######## vend_controller_n_flat ########
File: src/rtl/vend_controller_n_pkg.sv
// Shared types and helpers for the vending-machine control core.
package vend_pkg;

  typedef enum logic [1:0] {
    ST_IDLE    = 2'd0,
    ST_SUCCESS = 2'd1,
    ST_FAIL    = 2'd2
  } vend_state_e;

  localparam int BTN_INC = 0;
  localparam int BTN_DEC = 1;
  localparam int BTN_OK  = 2;
  localparam int BTN_CLR = 3;

  // Bits needed to hold any value 0..max_val.
  function automatic int bits_for(input int max_val);
    return (max_val < 2) ? 1 : $clog2(max_val + 1);
  endfunction

  function automatic int idx_bits(input int n);
    return (n < 2) ? 1 : $clog2(n);
  endfunction

endpackage

File: src/rtl/vend_controller_n_if.sv
// Button/switch inputs and status outputs of the vending core.
interface vend_controller_n_if
  import vend_pkg::*;
#(
  parameter int NUM_PRODUCTS = 4,
  parameter int PRICE_MAX    = 9,
  parameter int STOCK_MAX    = 9,
  parameter int COUNT_MAX    = 9,
  parameter int MONEY_MAX    = 9999
);
  localparam int MW = bits_for(MONEY_MAX);
  localparam int CW = bits_for(COUNT_MAX);
  localparam int PW = bits_for(PRICE_MAX);
  localparam int SW = bits_for(STOCK_MAX);
  localparam int IW = idx_bits(NUM_PRODUCTS);

  logic [3:0]                 btn_pulse_i;
  logic [NUM_PRODUCTS-1:0]    sw_p_i;
  logic                       sw_au_i;
  logic [MW-1:0]              money_o;
  logic [CW-1:0]              count_o;
  logic [MW-1:0]              price_to_pay_o;
  logic [IW-1:0]              sel_idx_o;
  logic                       sel_valid_o;
  logic                       sel_none_o;
  logic [PW-1:0]              sel_price_o;
  logic [SW-1:0]              sel_stock_o;
  logic [NUM_PRODUCTS*PW-1:0] price_flat_o;
  logic [NUM_PRODUCTS*SW-1:0] stock_flat_o;
  logic [1:0]                 state_o;
  logic [3:0]                 countdown_o;
  logic [NUM_PRODUCTS-1:0]    led_o;
  logic                       dispense_valid_o;
  logic [IW-1:0]              dispense_idx_o;
  logic [CW-1:0]              dispense_qty_o;
  logic                       change_valid_o;
  logic [MW-1:0]              change_amount_o;

  modport slave (
    input  btn_pulse_i, sw_p_i, sw_au_i,
    output money_o, count_o, price_to_pay_o, sel_idx_o, sel_valid_o, sel_none_o,
           sel_price_o, sel_stock_o, price_flat_o, stock_flat_o, state_o, countdown_o,
           led_o, dispense_valid_o, dispense_idx_o, dispense_qty_o, change_valid_o,
           change_amount_o
  );

  modport master (
    output btn_pulse_i, sw_p_i, sw_au_i,
    input  money_o, count_o, price_to_pay_o, sel_idx_o, sel_valid_o, sel_none_o,
           sel_price_o, sel_stock_o, price_flat_o, stock_flat_o, state_o, countdown_o,
           led_o, dispense_valid_o, dispense_idx_o, dispense_qty_o, change_valid_o,
           change_amount_o
  );

endinterface

File: src/rtl/vend_controller_n_hold_timer.sv
// Result-hold timer: TICK_CYCLES prescaler plus a HOLD_TICKS countdown.
module vend_hold_timer #(
  parameter int TICK_CYCLES = 125000000,
  parameter int HOLD_TICKS  = 5
) (
  input  logic       clk,
  input  logic       rst_n,
  input  logic       start_i,
  input  logic       abort_i,
  output logic       tick_o,
  output logic       done_o,
  output logic [3:0] countdown_o
);
  localparam int TW = (TICK_CYCLES < 2) ? 1 : $clog2(TICK_CYCLES);

  logic [TW-1:0] tick_cnt_q, tick_cnt_d;
  logic [3:0]    cd_q, cd_d;
  logic          active_q, active_d;

  assign tick_o      = active_q && (tick_cnt_q == TW'(TICK_CYCLES - 1));
  assign done_o      = tick_o && (cd_q == 4'd1);
  assign countdown_o = cd_q;

  always_comb begin
    tick_cnt_d = tick_cnt_q;
    cd_d       = cd_q;
    active_d   = active_q;
    if (abort_i) begin
      active_d   = 1'b0;
      cd_d       = 4'd0;
      tick_cnt_d = '0;
    end else if (start_i) begin
      active_d   = 1'b1;
      cd_d       = 4'(HOLD_TICKS);
      tick_cnt_d = '0;
    end else if (tick_o) begin
      tick_cnt_d = '0;
      cd_d       = cd_q - 4'd1;
      if (done_o) active_d = 1'b0;
    end else if (active_q) begin
      tick_cnt_d = tick_cnt_q + TW'(1);
    end
  end

  always_ff @(posedge clk or negedge rst_n) begin
    if (!rst_n) begin
      tick_cnt_q <= '0;
      cd_q       <= 4'd0;
      active_q   <= 1'b0;
    end else begin
      tick_cnt_q <= tick_cnt_d;
      cd_q       <= cd_d;
      active_q   <= active_d;
    end
  end

endmodule

File: src/rtl/vend_controller_n.sv
// Vending-machine control core: credit, product selection, admin editor, purchase and hold phase.
//   state      | meaning
//   ST_IDLE    | accepting buttons
//   ST_SUCCESS | purchase done, led blinking, buttons ignored until hold expires
//   ST_FAIL    | insufficient credit, buttons ignored until hold expires
module vend_controller_n
  import vend_pkg::*;
#(
  parameter int NUM_PRODUCTS = 4,
  parameter int PRICE_MAX    = 9,
  parameter int STOCK_MAX    = 9,
  parameter int COUNT_MAX    = 9,
  parameter int MONEY_MAX    = 9999,
  parameter int COIN_A       = 5,
  parameter int COIN_B       = 10,
  parameter int TICK_CYCLES  = 125000000,
  parameter int HOLD_TICKS   = 5
) (
  input logic               clk,
  input logic               rst_n,
  vend_controller_n_if.slave bus
);
  localparam int N  = NUM_PRODUCTS;
  localparam int MW = bits_for(MONEY_MAX);
  localparam int CW = bits_for(COUNT_MAX);
  localparam int PW = bits_for(PRICE_MAX);
  localparam int SW = bits_for(STOCK_MAX);
  localparam int IW = idx_bits(NUM_PRODUCTS);

  if (PRICE_MAX * COUNT_MAX > MONEY_MAX || N < 2 || N > 8 ||
      HOLD_TICKS < 1 || HOLD_TICKS > 15) begin : g_param_check
    $error("vend_controller_n: illegal parameter set");
  end

  vend_state_e            state_q, state_d;
  logic [MW-1:0]          money_q, money_d;
  logic [CW-1:0]          count_q, count_d;
  logic [N-1:0][PW-1:0]   price_q, price_d;
  logic [N-1:0][SW-1:0]   stock_q, stock_d;
  logic [N-1:0]           led_q, led_d;
  logic                   dv_q, dv_d, cv_q, cv_d;
  logic [IW-1:0]          didx_q, didx_d;
  logic [CW-1:0]          dqty_q, dqty_d;
  logic [MW-1:0]          camt_q, camt_d;
  logic [IW-1:0]          prev_idx_q;
  logic                   prev_valid_q, prev_au_q;

  logic [IW-1:0] sel_idx;
  logic          sel_valid, sel_none;
  logic [PW-1:0] sel_price;
  logic [SW-1:0] sel_stock;
  logic [MW-1:0] price_to_pay;
  logic [3:0]    btn;
  logic          au, au_rise, count_clr;
  logic          hold_start, hold_abort, hold_tick, hold_done;
  logic [3:0]    countdown;

  always_comb begin
    sel_idx   = '0;
    sel_none  = (bus.sw_p_i == '0);
    sel_valid = $onehot(bus.sw_p_i);
    for (int i = 0; i < N; i++) begin
      if (sel_valid && bus.sw_p_i[i]) sel_idx = IW'(i);
    end
  end

  assign sel_price    = price_q[sel_idx];
  assign sel_stock    = stock_q[sel_idx];
  assign price_to_pay = MW'(sel_price) * MW'(count_q);
  // Isolate the lowest set bit: btn0 has top priority.
  assign btn          = bus.btn_pulse_i & ~(bus.btn_pulse_i - 4'd1);
  assign au           = bus.sw_au_i;
  assign au_rise      = au && !prev_au_q;
  assign count_clr    = (sel_idx != prev_idx_q) || (prev_valid_q && !sel_valid) || au;

  always_comb begin
    state_d    = state_q;
    money_d    = money_q;
    count_d    = count_q;
    price_d    = price_q;
    stock_d    = stock_q;
    led_d      = led_q;
    dv_d       = 1'b0;
    didx_d     = didx_q;
    dqty_d     = dqty_q;
    cv_d       = 1'b0;
    camt_d     = camt_q;
    hold_start = 1'b0;
    hold_abort = 1'b0;
    case (state_q)
      ST_IDLE: begin
        if (!au && sel_none) begin
          if (btn[BTN_INC]) begin
            if (int'(money_q) + COIN_A <= MONEY_MAX) money_d = money_q + MW'(COIN_A);
          end else if (btn[BTN_DEC]) begin
            if (int'(money_q) + COIN_B <= MONEY_MAX) money_d = money_q + MW'(COIN_B);
          end else if (btn[BTN_OK] && money_q != '0) begin
            cv_d    = 1'b1;
            camt_d  = money_q;
            money_d = '0;
          end
        end else if (!au && sel_valid) begin
          if (btn[BTN_INC]) begin
            if (int'(count_q) < COUNT_MAX && int'(count_q) < int'(sel_stock) && sel_price != '0)
              count_d = count_q + CW'(1);
          end else if (btn[BTN_DEC]) begin
            if (count_q != '0) count_d = count_q - CW'(1);
          end else if (btn[BTN_OK] && count_q != '0) begin
            hold_start = 1'b1;
            if (money_q >= price_to_pay) begin
              money_d          = money_q - price_to_pay;
              stock_d[sel_idx] = sel_stock - SW'(count_q);
              count_d          = '0;
              dv_d             = 1'b1;
              didx_d           = sel_idx;
              dqty_d           = count_q;
              led_d            = N'(1) << sel_idx;
              state_d          = ST_SUCCESS;
            end else begin
              state_d = ST_FAIL;
            end
          end else if (btn[BTN_CLR]) begin
            count_d = '0;
          end
        end else if (au && sel_valid) begin
          if (btn[BTN_INC]) begin
            if (int'(sel_price) < PRICE_MAX) price_d[sel_idx] = sel_price + PW'(1);
          end else if (btn[BTN_DEC]) begin
            if (sel_price > PW'(1)) price_d[sel_idx] = sel_price - PW'(1);
          end else if (btn[BTN_OK]) begin
            if (int'(sel_stock) < STOCK_MAX) stock_d[sel_idx] = sel_stock + SW'(1);
          end else if (btn[BTN_CLR]) begin
            price_d[sel_idx] = '0;
            stock_d[sel_idx] = '0;
          end
        end
      end
      ST_SUCCESS, ST_FAIL: begin
        if (au_rise) begin
          hold_abort = 1'b1;
          state_d    = ST_IDLE;
          led_d      = '0;
        end else if (hold_done) begin
          state_d = ST_IDLE;
          led_d   = '0;
        end else if (hold_tick && state_q == ST_SUCCESS) begin
          led_d = (led_q == '0) ? (N'(1) << didx_q) : '0;
        end
      end
      default: state_d = ST_IDLE;
    endcase
    if (count_clr) count_d = '0;
  end

  always_ff @(posedge clk or negedge rst_n) begin
    if (!rst_n) begin
      state_q      <= ST_IDLE;
      money_q      <= '0;
      count_q      <= '0;
      price_q      <= '0;
      stock_q      <= '0;
      led_q        <= '0;
      dv_q         <= 1'b0;
      didx_q       <= '0;
      dqty_q       <= '0;
      cv_q         <= 1'b0;
      camt_q       <= '0;
      prev_idx_q   <= '0;
      prev_valid_q <= 1'b0;
      prev_au_q    <= 1'b0;
    end else begin
      state_q      <= state_d;
      money_q      <= money_d;
      count_q      <= count_d;
      price_q      <= price_d;
      stock_q      <= stock_d;
      led_q        <= led_d;
      dv_q         <= dv_d;
      didx_q       <= didx_d;
      dqty_q       <= dqty_d;
      cv_q         <= cv_d;
      camt_q       <= camt_d;
      prev_idx_q   <= sel_idx;
      prev_valid_q <= sel_valid;
      prev_au_q    <= au;
    end
  end

  vend_hold_timer #(
    .TICK_CYCLES (TICK_CYCLES),
    .HOLD_TICKS  (HOLD_TICKS)
  ) u_hold_timer (
    .clk         (clk),
    .rst_n       (rst_n),
    .start_i     (hold_start),
    .abort_i     (hold_abort),
    .tick_o      (hold_tick),
    .done_o      (hold_done),
    .countdown_o (countdown)
  );

  assign bus.money_o          = money_q;
  assign bus.count_o          = count_q;
  assign bus.price_to_pay_o   = price_to_pay;
  assign bus.sel_idx_o        = sel_idx;
  assign bus.sel_valid_o      = sel_valid;
  assign bus.sel_none_o       = sel_none;
  assign bus.sel_price_o      = sel_price;
  assign bus.sel_stock_o      = sel_stock;
  assign bus.price_flat_o     = price_q;
  assign bus.stock_flat_o     = stock_q;
  assign bus.state_o          = state_q;
  assign bus.countdown_o      = countdown;
  assign bus.led_o            = led_q;
  assign bus.dispense_valid_o = dv_q;
  assign bus.dispense_idx_o   = didx_q;
  assign bus.dispense_qty_o   = dqty_q;
  assign bus.change_valid_o   = cv_q;
  assign bus.change_amount_o  = camt_q;

endmodule
File: src/flat_wrapper.sv
// flat-port wrapper written by rule: the top's interface ports become plain ports
module vend_controller_n_flat import vend_pkg::*;
#(
  parameter int NUM_PRODUCTS = 4,
  parameter int PRICE_MAX    = 9,
  parameter int STOCK_MAX    = 9,
  parameter int COUNT_MAX    = 9,
  parameter int MONEY_MAX    = 9999,
  parameter int COIN_A       = 5,
  parameter int COIN_B       = 10,
  parameter int TICK_CYCLES  = 125000000,
  parameter int HOLD_TICKS   = 5
)
  (clk, rst_n, bus_btn_pulse_i, bus_sw_p_i, bus_sw_au_i, bus_money_o, bus_count_o, bus_price_to_pay_o, bus_sel_idx_o, bus_sel_valid_o, bus_sel_none_o, bus_sel_price_o, bus_sel_stock_o, bus_price_flat_o, bus_stock_flat_o, bus_state_o, bus_countdown_o, bus_led_o, bus_dispense_valid_o, bus_dispense_idx_o, bus_dispense_qty_o, bus_change_valid_o, bus_change_amount_o);
  vend_controller_n_if #(.NUM_PRODUCTS(NUM_PRODUCTS), .PRICE_MAX(PRICE_MAX), .STOCK_MAX(STOCK_MAX), .COUNT_MAX(COUNT_MAX), .MONEY_MAX(MONEY_MAX)) bus_i ();
  input logic clk;
  input logic rst_n;
  input wire logic [$bits(bus_i.btn_pulse_i)-1:0] bus_btn_pulse_i;
  input wire logic [$bits(bus_i.sw_p_i)-1:0] bus_sw_p_i;
  input wire logic [$bits(bus_i.sw_au_i)-1:0] bus_sw_au_i;
  output wire logic [$bits(bus_i.money_o)-1:0] bus_money_o;
  output wire logic [$bits(bus_i.count_o)-1:0] bus_count_o;
  output wire logic [$bits(bus_i.price_to_pay_o)-1:0] bus_price_to_pay_o;
  output wire logic [$bits(bus_i.sel_idx_o)-1:0] bus_sel_idx_o;
  output wire logic [$bits(bus_i.sel_valid_o)-1:0] bus_sel_valid_o;
  output wire logic [$bits(bus_i.sel_none_o)-1:0] bus_sel_none_o;
  output wire logic [$bits(bus_i.sel_price_o)-1:0] bus_sel_price_o;
  output wire logic [$bits(bus_i.sel_stock_o)-1:0] bus_sel_stock_o;
  output wire logic [$bits(bus_i.price_flat_o)-1:0] bus_price_flat_o;
  output wire logic [$bits(bus_i.stock_flat_o)-1:0] bus_stock_flat_o;
  output wire logic [$bits(bus_i.state_o)-1:0] bus_state_o;
  output wire logic [$bits(bus_i.countdown_o)-1:0] bus_countdown_o;
  output wire logic [$bits(bus_i.led_o)-1:0] bus_led_o;
  output wire logic [$bits(bus_i.dispense_valid_o)-1:0] bus_dispense_valid_o;
  output wire logic [$bits(bus_i.dispense_idx_o)-1:0] bus_dispense_idx_o;
  output wire logic [$bits(bus_i.dispense_qty_o)-1:0] bus_dispense_qty_o;
  output wire logic [$bits(bus_i.change_valid_o)-1:0] bus_change_valid_o;
  output wire logic [$bits(bus_i.change_amount_o)-1:0] bus_change_amount_o;
  assign bus_i.btn_pulse_i = bus_btn_pulse_i;
  assign bus_i.sw_p_i = bus_sw_p_i;
  assign bus_i.sw_au_i = bus_sw_au_i;
  assign bus_money_o = bus_i.money_o;
  assign bus_count_o = bus_i.count_o;
  assign bus_price_to_pay_o = bus_i.price_to_pay_o;
  assign bus_sel_idx_o = bus_i.sel_idx_o;
  assign bus_sel_valid_o = bus_i.sel_valid_o;
  assign bus_sel_none_o = bus_i.sel_none_o;
  assign bus_sel_price_o = bus_i.sel_price_o;
  assign bus_sel_stock_o = bus_i.sel_stock_o;
  assign bus_price_flat_o = bus_i.price_flat_o;
  assign bus_stock_flat_o = bus_i.stock_flat_o;
  assign bus_state_o = bus_i.state_o;
  assign bus_countdown_o = bus_i.countdown_o;
  assign bus_led_o = bus_i.led_o;
  assign bus_dispense_valid_o = bus_i.dispense_valid_o;
  assign bus_dispense_idx_o = bus_i.dispense_idx_o;
  assign bus_dispense_qty_o = bus_i.dispense_qty_o;
  assign bus_change_valid_o = bus_i.change_valid_o;
  assign bus_change_amount_o = bus_i.change_amount_o;
  vend_controller_n #(.NUM_PRODUCTS(NUM_PRODUCTS), .PRICE_MAX(PRICE_MAX), .STOCK_MAX(STOCK_MAX), .COUNT_MAX(COUNT_MAX), .MONEY_MAX(MONEY_MAX), .COIN_A(COIN_A), .COIN_B(COIN_B), .TICK_CYCLES(TICK_CYCLES), .HOLD_TICKS(HOLD_TICKS)) u_core (.clk(clk), .rst_n(rst_n), .bus(bus_i));
endmodule
File: config.mk
export PLATFORM = sky130hd
export DESIGN_NAME = vend_controller_n_flat
export DESIGN_NICKNAME = d
export VERILOG_FILES = /design/src/rtl/vend_controller_n_pkg.sv /design/src/rtl/vend_controller_n_if.sv /design/src/rtl/vend_controller_n_hold_timer.sv /design/src/rtl/vend_controller_n.sv /design/src/flat_wrapper.sv
export SDC_FILE = /design/constraint.sdc
export NUM_CORES = 1
export LEC_CHECK = 0
export ABC_AREA = 1
export ABC_CLOCK_PERIOD_IN_PS = 15200
export CELL_PAD_IN_SITES_DETAIL_PLACEMENT = 1
export CELL_PAD_IN_SITES_GLOBAL_PLACEMENT = 2
export CORE_MARGIN = 2
export CORE_UTILIZATION = 27
export CTS_CLUSTER_DIAMETER = 30
export DETAILED_ROUTE_END_ITERATION = 6
export PLACE_DENSITY = 0.69
export SYNTH_ARGS = -nofsm -noshare
export SYNTH_HDL_FRONTEND = slang
export SYNTH_SLANG_ARGS = --single-unit
File: constraint.sdc
create_clock -name clk -period 15.2 [get_ports clk]
set_clock_uncertainty 0.05 [all_clocks]
set_input_delay 2.28 -clock clk [delete_from_list [all_inputs] [get_ports clk]]
set_output_delay 2.28 -clock clk [all_outputs]
set_load 0.005 [all_outputs]
######## cyber_press_gen ########
$ cat src/rtl/cyber_pkg.sv
// Shared types and constants for the CyberWar computer-opponent button transmitter.
package cyber_pkg;
  localparam int LFSR_W = 10;
  localparam int TAP_HI = 9;
  localparam int TAP_LO = 6;
  localparam logic [LFSR_W-1:0] DEFAULT_SEED = 10'h001;

  typedef enum logic [1:0] {
    IDLE     = 2'd0,
    PRESS    = 2'd1,
    RELEASE  = 2'd2,
    COOLDOWN = 2'd3
  } state_t;
endpackage

$ cat src/rtl/lfsr_async10.sv
// 10-bit Fibonacci LFSR (taps 9,6) with async active-low reset and zero-lockup reload.
module lfsr_async10
  import cyber_pkg::*;
#(
  parameter logic [LFSR_W-1:0] SEED = DEFAULT_SEED
) (
  input  logic              clk,
  input  logic              reset,
  input  logic              en,
  output logic [LFSR_W-1:0] value
);

  always_ff @(posedge clk or negedge reset) begin
    if (!reset) begin
      value <= SEED;
    end else if (en) begin
      // All-zero is a lockup state for this feedback; recover by reseeding.
      if (value == '0) value <= SEED;
      else             value <= {value[LFSR_W-2:0], value[TAP_HI] ^ value[TAP_LO]};
    end
  end

endmodule

$ cat src/rtl/cyber_press_gen.sv
// Computer-opponent button-press generator: LFSR-vs-difficulty press decisions with
// guaranteed hold/gap times and a post-round cooldown.
module cyber_press_gen
  import cyber_pkg::*;
#(
  parameter int                HOLD_CYCLES     = 4,
  parameter int                GAP_CYCLES      = 4,
  parameter int                COOLDOWN_CYCLES = 16,
  parameter logic [LFSR_W-1:0] SEED            = DEFAULT_SEED
) (
  input  logic              clk,
  input  logic              reset,
  input  logic              enable,
  input  logic [LFSR_W-1:0] difficulty,
  input  logic              round_end,
  output logic              press,
  output logic              busy,
  output logic [7:0]        press_count
);

  localparam int CNT_MAX_HG = (HOLD_CYCLES > GAP_CYCLES) ? HOLD_CYCLES : GAP_CYCLES;
  localparam int CNT_MAX    = (CNT_MAX_HG > COOLDOWN_CYCLES) ? CNT_MAX_HG : COOLDOWN_CYCLES;
  localparam int CNT_W      = $clog2(CNT_MAX + 1);

  localparam logic [CNT_W-1:0] HOLD_LOAD = CNT_W'(HOLD_CYCLES - 1);
  localparam logic [CNT_W-1:0] GAP_LOAD  = CNT_W'(GAP_CYCLES - 1);
  localparam logic [CNT_W-1:0] COOL_LOAD = CNT_W'(COOLDOWN_CYCLES - 1);

  logic [LFSR_W-1:0] lfsr;
  state_t            state_q, state_d;
  logic [CNT_W-1:0]  cnt_q, cnt_d;
  logic [7:0]        count_d;

  lfsr_async10 #(.SEED(SEED)) u_lfsr (
    .clk   (clk),
    .reset (reset),
    .en    (1'b1),
    .value (lfsr)
  );

  always_comb begin
    state_d = state_q;
    cnt_d   = cnt_q;
    count_d = press_count;
    // round_end overrides everything, aborting any press in flight.
    if (round_end) begin
      state_d = COOLDOWN;
      cnt_d   = COOL_LOAD;
    end else begin
      case (state_q)
        IDLE: begin
          if (enable && (lfsr < difficulty)) begin
            state_d = PRESS;
            cnt_d   = HOLD_LOAD;
            count_d = press_count + 8'd1;
          end
        end
        PRESS: begin
          if (cnt_q == '0) begin
            state_d = RELEASE;
            cnt_d   = GAP_LOAD;
          end else begin
            cnt_d = cnt_q - 1'b1;
          end
        end
        RELEASE, COOLDOWN: begin
          if (cnt_q == '0) state_d = IDLE;
          else             cnt_d   = cnt_q - 1'b1;
        end
        default: state_d = IDLE;
      endcase
    end
  end

  always_ff @(posedge clk or negedge reset) begin
    if (!reset) begin
      state_q     <= IDLE;
      cnt_q       <= '0;
      press       <= 1'b0;
      press_count <= 8'd0;
    end else begin
      state_q     <= state_d;
      cnt_q       <= cnt_d;
      press       <= (state_d == PRESS);
      press_count <= count_d;
    end
  end

  assign busy = (state_q != IDLE);

endmodule

$ cat config.mk
export PLATFORM = sky130hd
export DESIGN_NAME = cyber_press_gen
export DESIGN_NICKNAME = d
export VERILOG_FILES = /design/src/rtl/cyber_pkg.sv /design/src/rtl/lfsr_async10.sv /design/src/rtl/cyber_press_gen.sv
export SDC_FILE = /design/constraint.sdc
export NUM_CORES = 1
export LEC_CHECK = 0
export CAP_MARGIN = 25
export CORE_UTILIZATION = 48
export DETAILED_ROUTE_END_ITERATION = 12
export HOLD_SLACK_MARGIN = 0.05
export PLACE_DENSITY = 0.78
export SKIP_CTS_REPAIR_TIMING = 1
export SLEW_MARGIN = 20
export SYNTH_ARGS = -nofsm -noshare
export SYNTH_HDL_FRONTEND = slang
export SYNTH_SLANG_ARGS = --single-unit
$ cat constraint.sdc
create_clock -name clk -period 3.1 [get_ports clk]
set_input_delay 0.62 -clock clk [delete_from_list [all_inputs] [get_ports clk]]
set_output_delay 0.62 -clock clk [all_outputs]
set_load 0.005 [all_outputs]
vend_controller_n_flat, met1 routing:
Cells faint in the background.
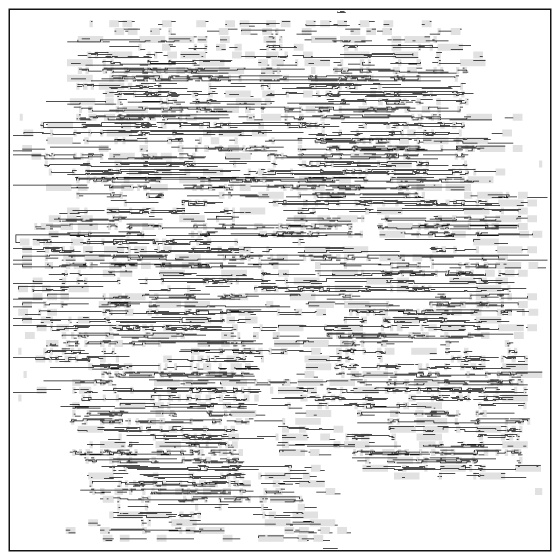
1346 nets have wire on it. The wires run mostly horizontal. The layer holds 51% of the routed length. The longest straight run is 55.7 um. The layer carries 16900 um of wire.

==> results_slide.txt, vend_controller_n_flat <==
Physical Implementation Snapshot

Outcome
  • Status: finished clean

Setup path
  • Worst r2r dst: u_core.bus.money_o[5]
  • Startpoint Class: input port
  • FF-to-FF setup slack: 9.51 ns
  • R2R cell count: 31
  • Crit-path cells: clkdlybuf4s50_1 > inv_2 > ha_1 > ha_1 > fa_1 > nor2_8 > nand2_2 > nand2_1 > nand2_1 > nand2_1 > nand2_2 > inv_1 > nand2_1 > fa_1 > inv_1 > fa_1 > ha_1 > nand3_1 > and2_1 > inv_1 > a21oi_1 > o21bai_1 > xor2_1 > clkdlybuf4s50_1
  • End of the critical path: bus_price_to_pay_o[7]

Clock tree
  • Clock slew at reported path FFs: approximately 0.060 ns
  • H-tree levels: 4
  • Worst skew pair latency: approximately 0.44 ns
  • Clk root buf: clkbuf_16

Finish
  • Nets@finish: 1471
  • Cell area after layout: 11200 um2
  • Data buffer area share: 10.3%
  • Diodes inserted: 0
  • Register with the most flip-flops: u_core.u_hold_timer.tick_cnt_q
  • MI comb cells: around 1000

Place
  • Inst Count DP: 1834
  • Dpl cell area: 10600 um2
  • IO Port Bufs: 112

Logic synthesis
  • Ao+oa area frac: 13.0%
  • Xor/xnor share: 3.53%
  • Synth Seq Share: 31.1%
  • Gate Count Post-Synth: 1310
  • Yosys cell count: 1310
  • Adder share: ~8.1%
  • Top cells by area: dfrtp_1, nand2_1, ha_1
  • Post-synth top area cell: dfrtp_1

Power and ir drop
  • Combinational share of power: 37.6%
  • Flop pwr share: 29.6%

Timing
  • Final Hold Viols: 0
  • Min Hold Slack: 0.441 ns
  • Setup_tns: 0 ns
  • Final tally of setup violations: 0
  • RSZ-0062 raised after global routing: false
  • Slew Limit Fails: 0

Global routing
  • Total track usage: ~19%

Detailed routing
  • Total number of vias: between 9000 and 10000
  • DR vias/cell: slightly below 5
  • First DRT Iteration DRCs: 484
  • Met1 WL: ~17000 um

Floorplanning
  • Chip area: 35500 um2
vend_controller_n_flat: placed cells by master, fill, tap and decap left out, types with 8 or more instances in the layout:
cell             count
inv_2               13
nand3_1             84
nand3_2              9
nand4_1             34
o21ai_1             21
o21a_1              16
nor2_2               9
nor3_1              21
nor2_4               8
ha_1                48
clkbuf_16           17
o22ai_1             11
a21oi_1             48
xor2_1              31
nor2_1             110
dfrtp_1            114
inv_1              141
clkdlybuf4s50_1    111
nand2_2             17
nand2_1            361
o21ai_0             84
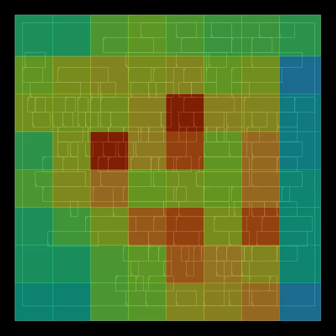
cyber_press_gen: routing congestion map
gr busiest metal: met2
met1 usage: 24.8%

==> results_slide.txt, cyber_press_gen <==
Physical Implementation Snapshot

Detailed routing
  • Residual DRC: 0
  • Post-Route WL: 2420 um
  • Wire per inst: 13.5 um
  • DR pass1 iterations: 4

Global routing
  • Initial antenna violation count: 0

Power and ir drop
  • Sw power: 0.130 mW
  • Power, Total: between 0.5 and 0.6 mW

Floorplanning
  • Core Area: 2760 um2

Place
  • Dpl cell area: 1630 um2
  • IO Port Bufs: 23

Setup path
  • Worst setup EP type: flip-flop
  • Crit path max-delay family: simple AND/OR/NAND/NOR gates

Run
  • Log Warnings: 26
  • Max cap viols: 0

Logic synthesis
  • Post-synth top area cell: dfrtp_1
  • Top cells by count: dfrtp_1, inv_1, ha_1
  • MUX area fraction: 0.810%

Finish
  • ClkCell Share: about 2.2%
  • Non-clock buffers: 25
  • Data buffer area share: ~15%

Timing
  • RSZ-0062 raised after global routing: false

Outcome
  • Status: finished clean

Clock tree
  • H-tree levels: 1
cyber_press_gen: state kept, by name, summed over array words and instances, names as in the netlist:
name and count:
cnt_q 5, press 1, press_count 8, state_q 2, u_lfsr.value 10
cyber_press_gen: worst register-to-register path, delay by kind of cell, from the launching register on:
family,cells,cell delay [ns]
and+or+nand+nor,3,0.89
DFF,1,0.42
AOI/OAI and AO/OA,1,0.23
adders and majority gates,1,0.31
muxes,1,0.35
cyber_press_gen: routing by layer:
metal	track usage [%]	wire length [um]	up-vias
li1	-	-	490
met1	24.8	1130	465
met2	29.3	1140	21
met3	5.81	114	5
met4	4.88	31	0
met5	0	0	-

==> notes/layouts.md <==
Pictures saved along the way, in no particular order.

Local utilization.
Plate I
Scale bar: 50 um. 19 x 19 tiles, from dark blue (low) to red (high), 0 to 100% covered.
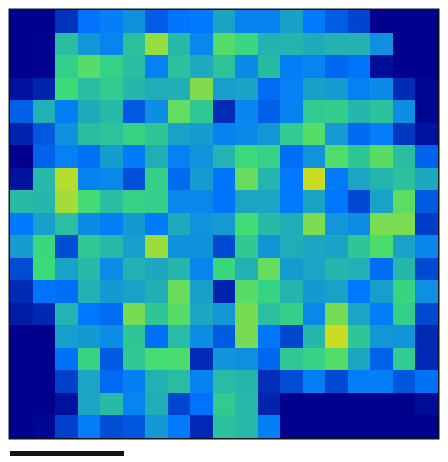
Plate II
Scale bar: 20 um. 11 x 11 tiles, from dark blue (low) to red (high), 0 to 100% covered.
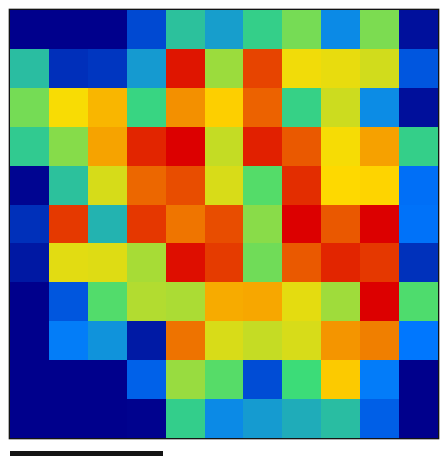
The one with the highest utilization is Plate II.
Plate II is cyber_press_gen.
Plate I is vend_controller_n_flat.

Key to Plate II:
The mean over all tiles is 52%. The fullest tile reaches 100%. 12% of the tiles are nearly empty. The densest ninth of the die: center.



==> screenshots <==
Met2 routing.
panel A
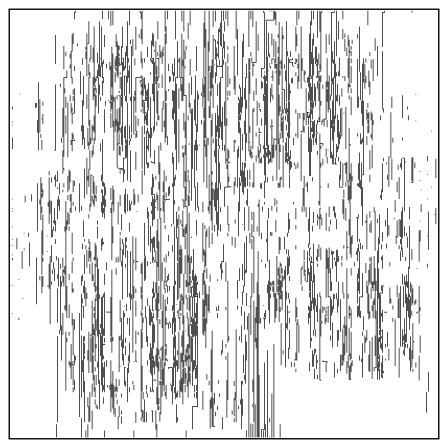
panel B
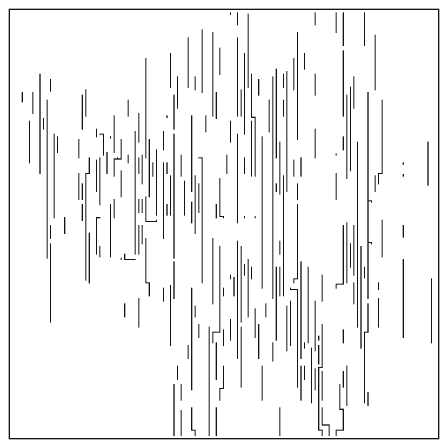
- cyber_press_gen = panel B
- vend_controller_n_flat = panel A

No activity file was given, so power comes from the tool's default toggle rates.
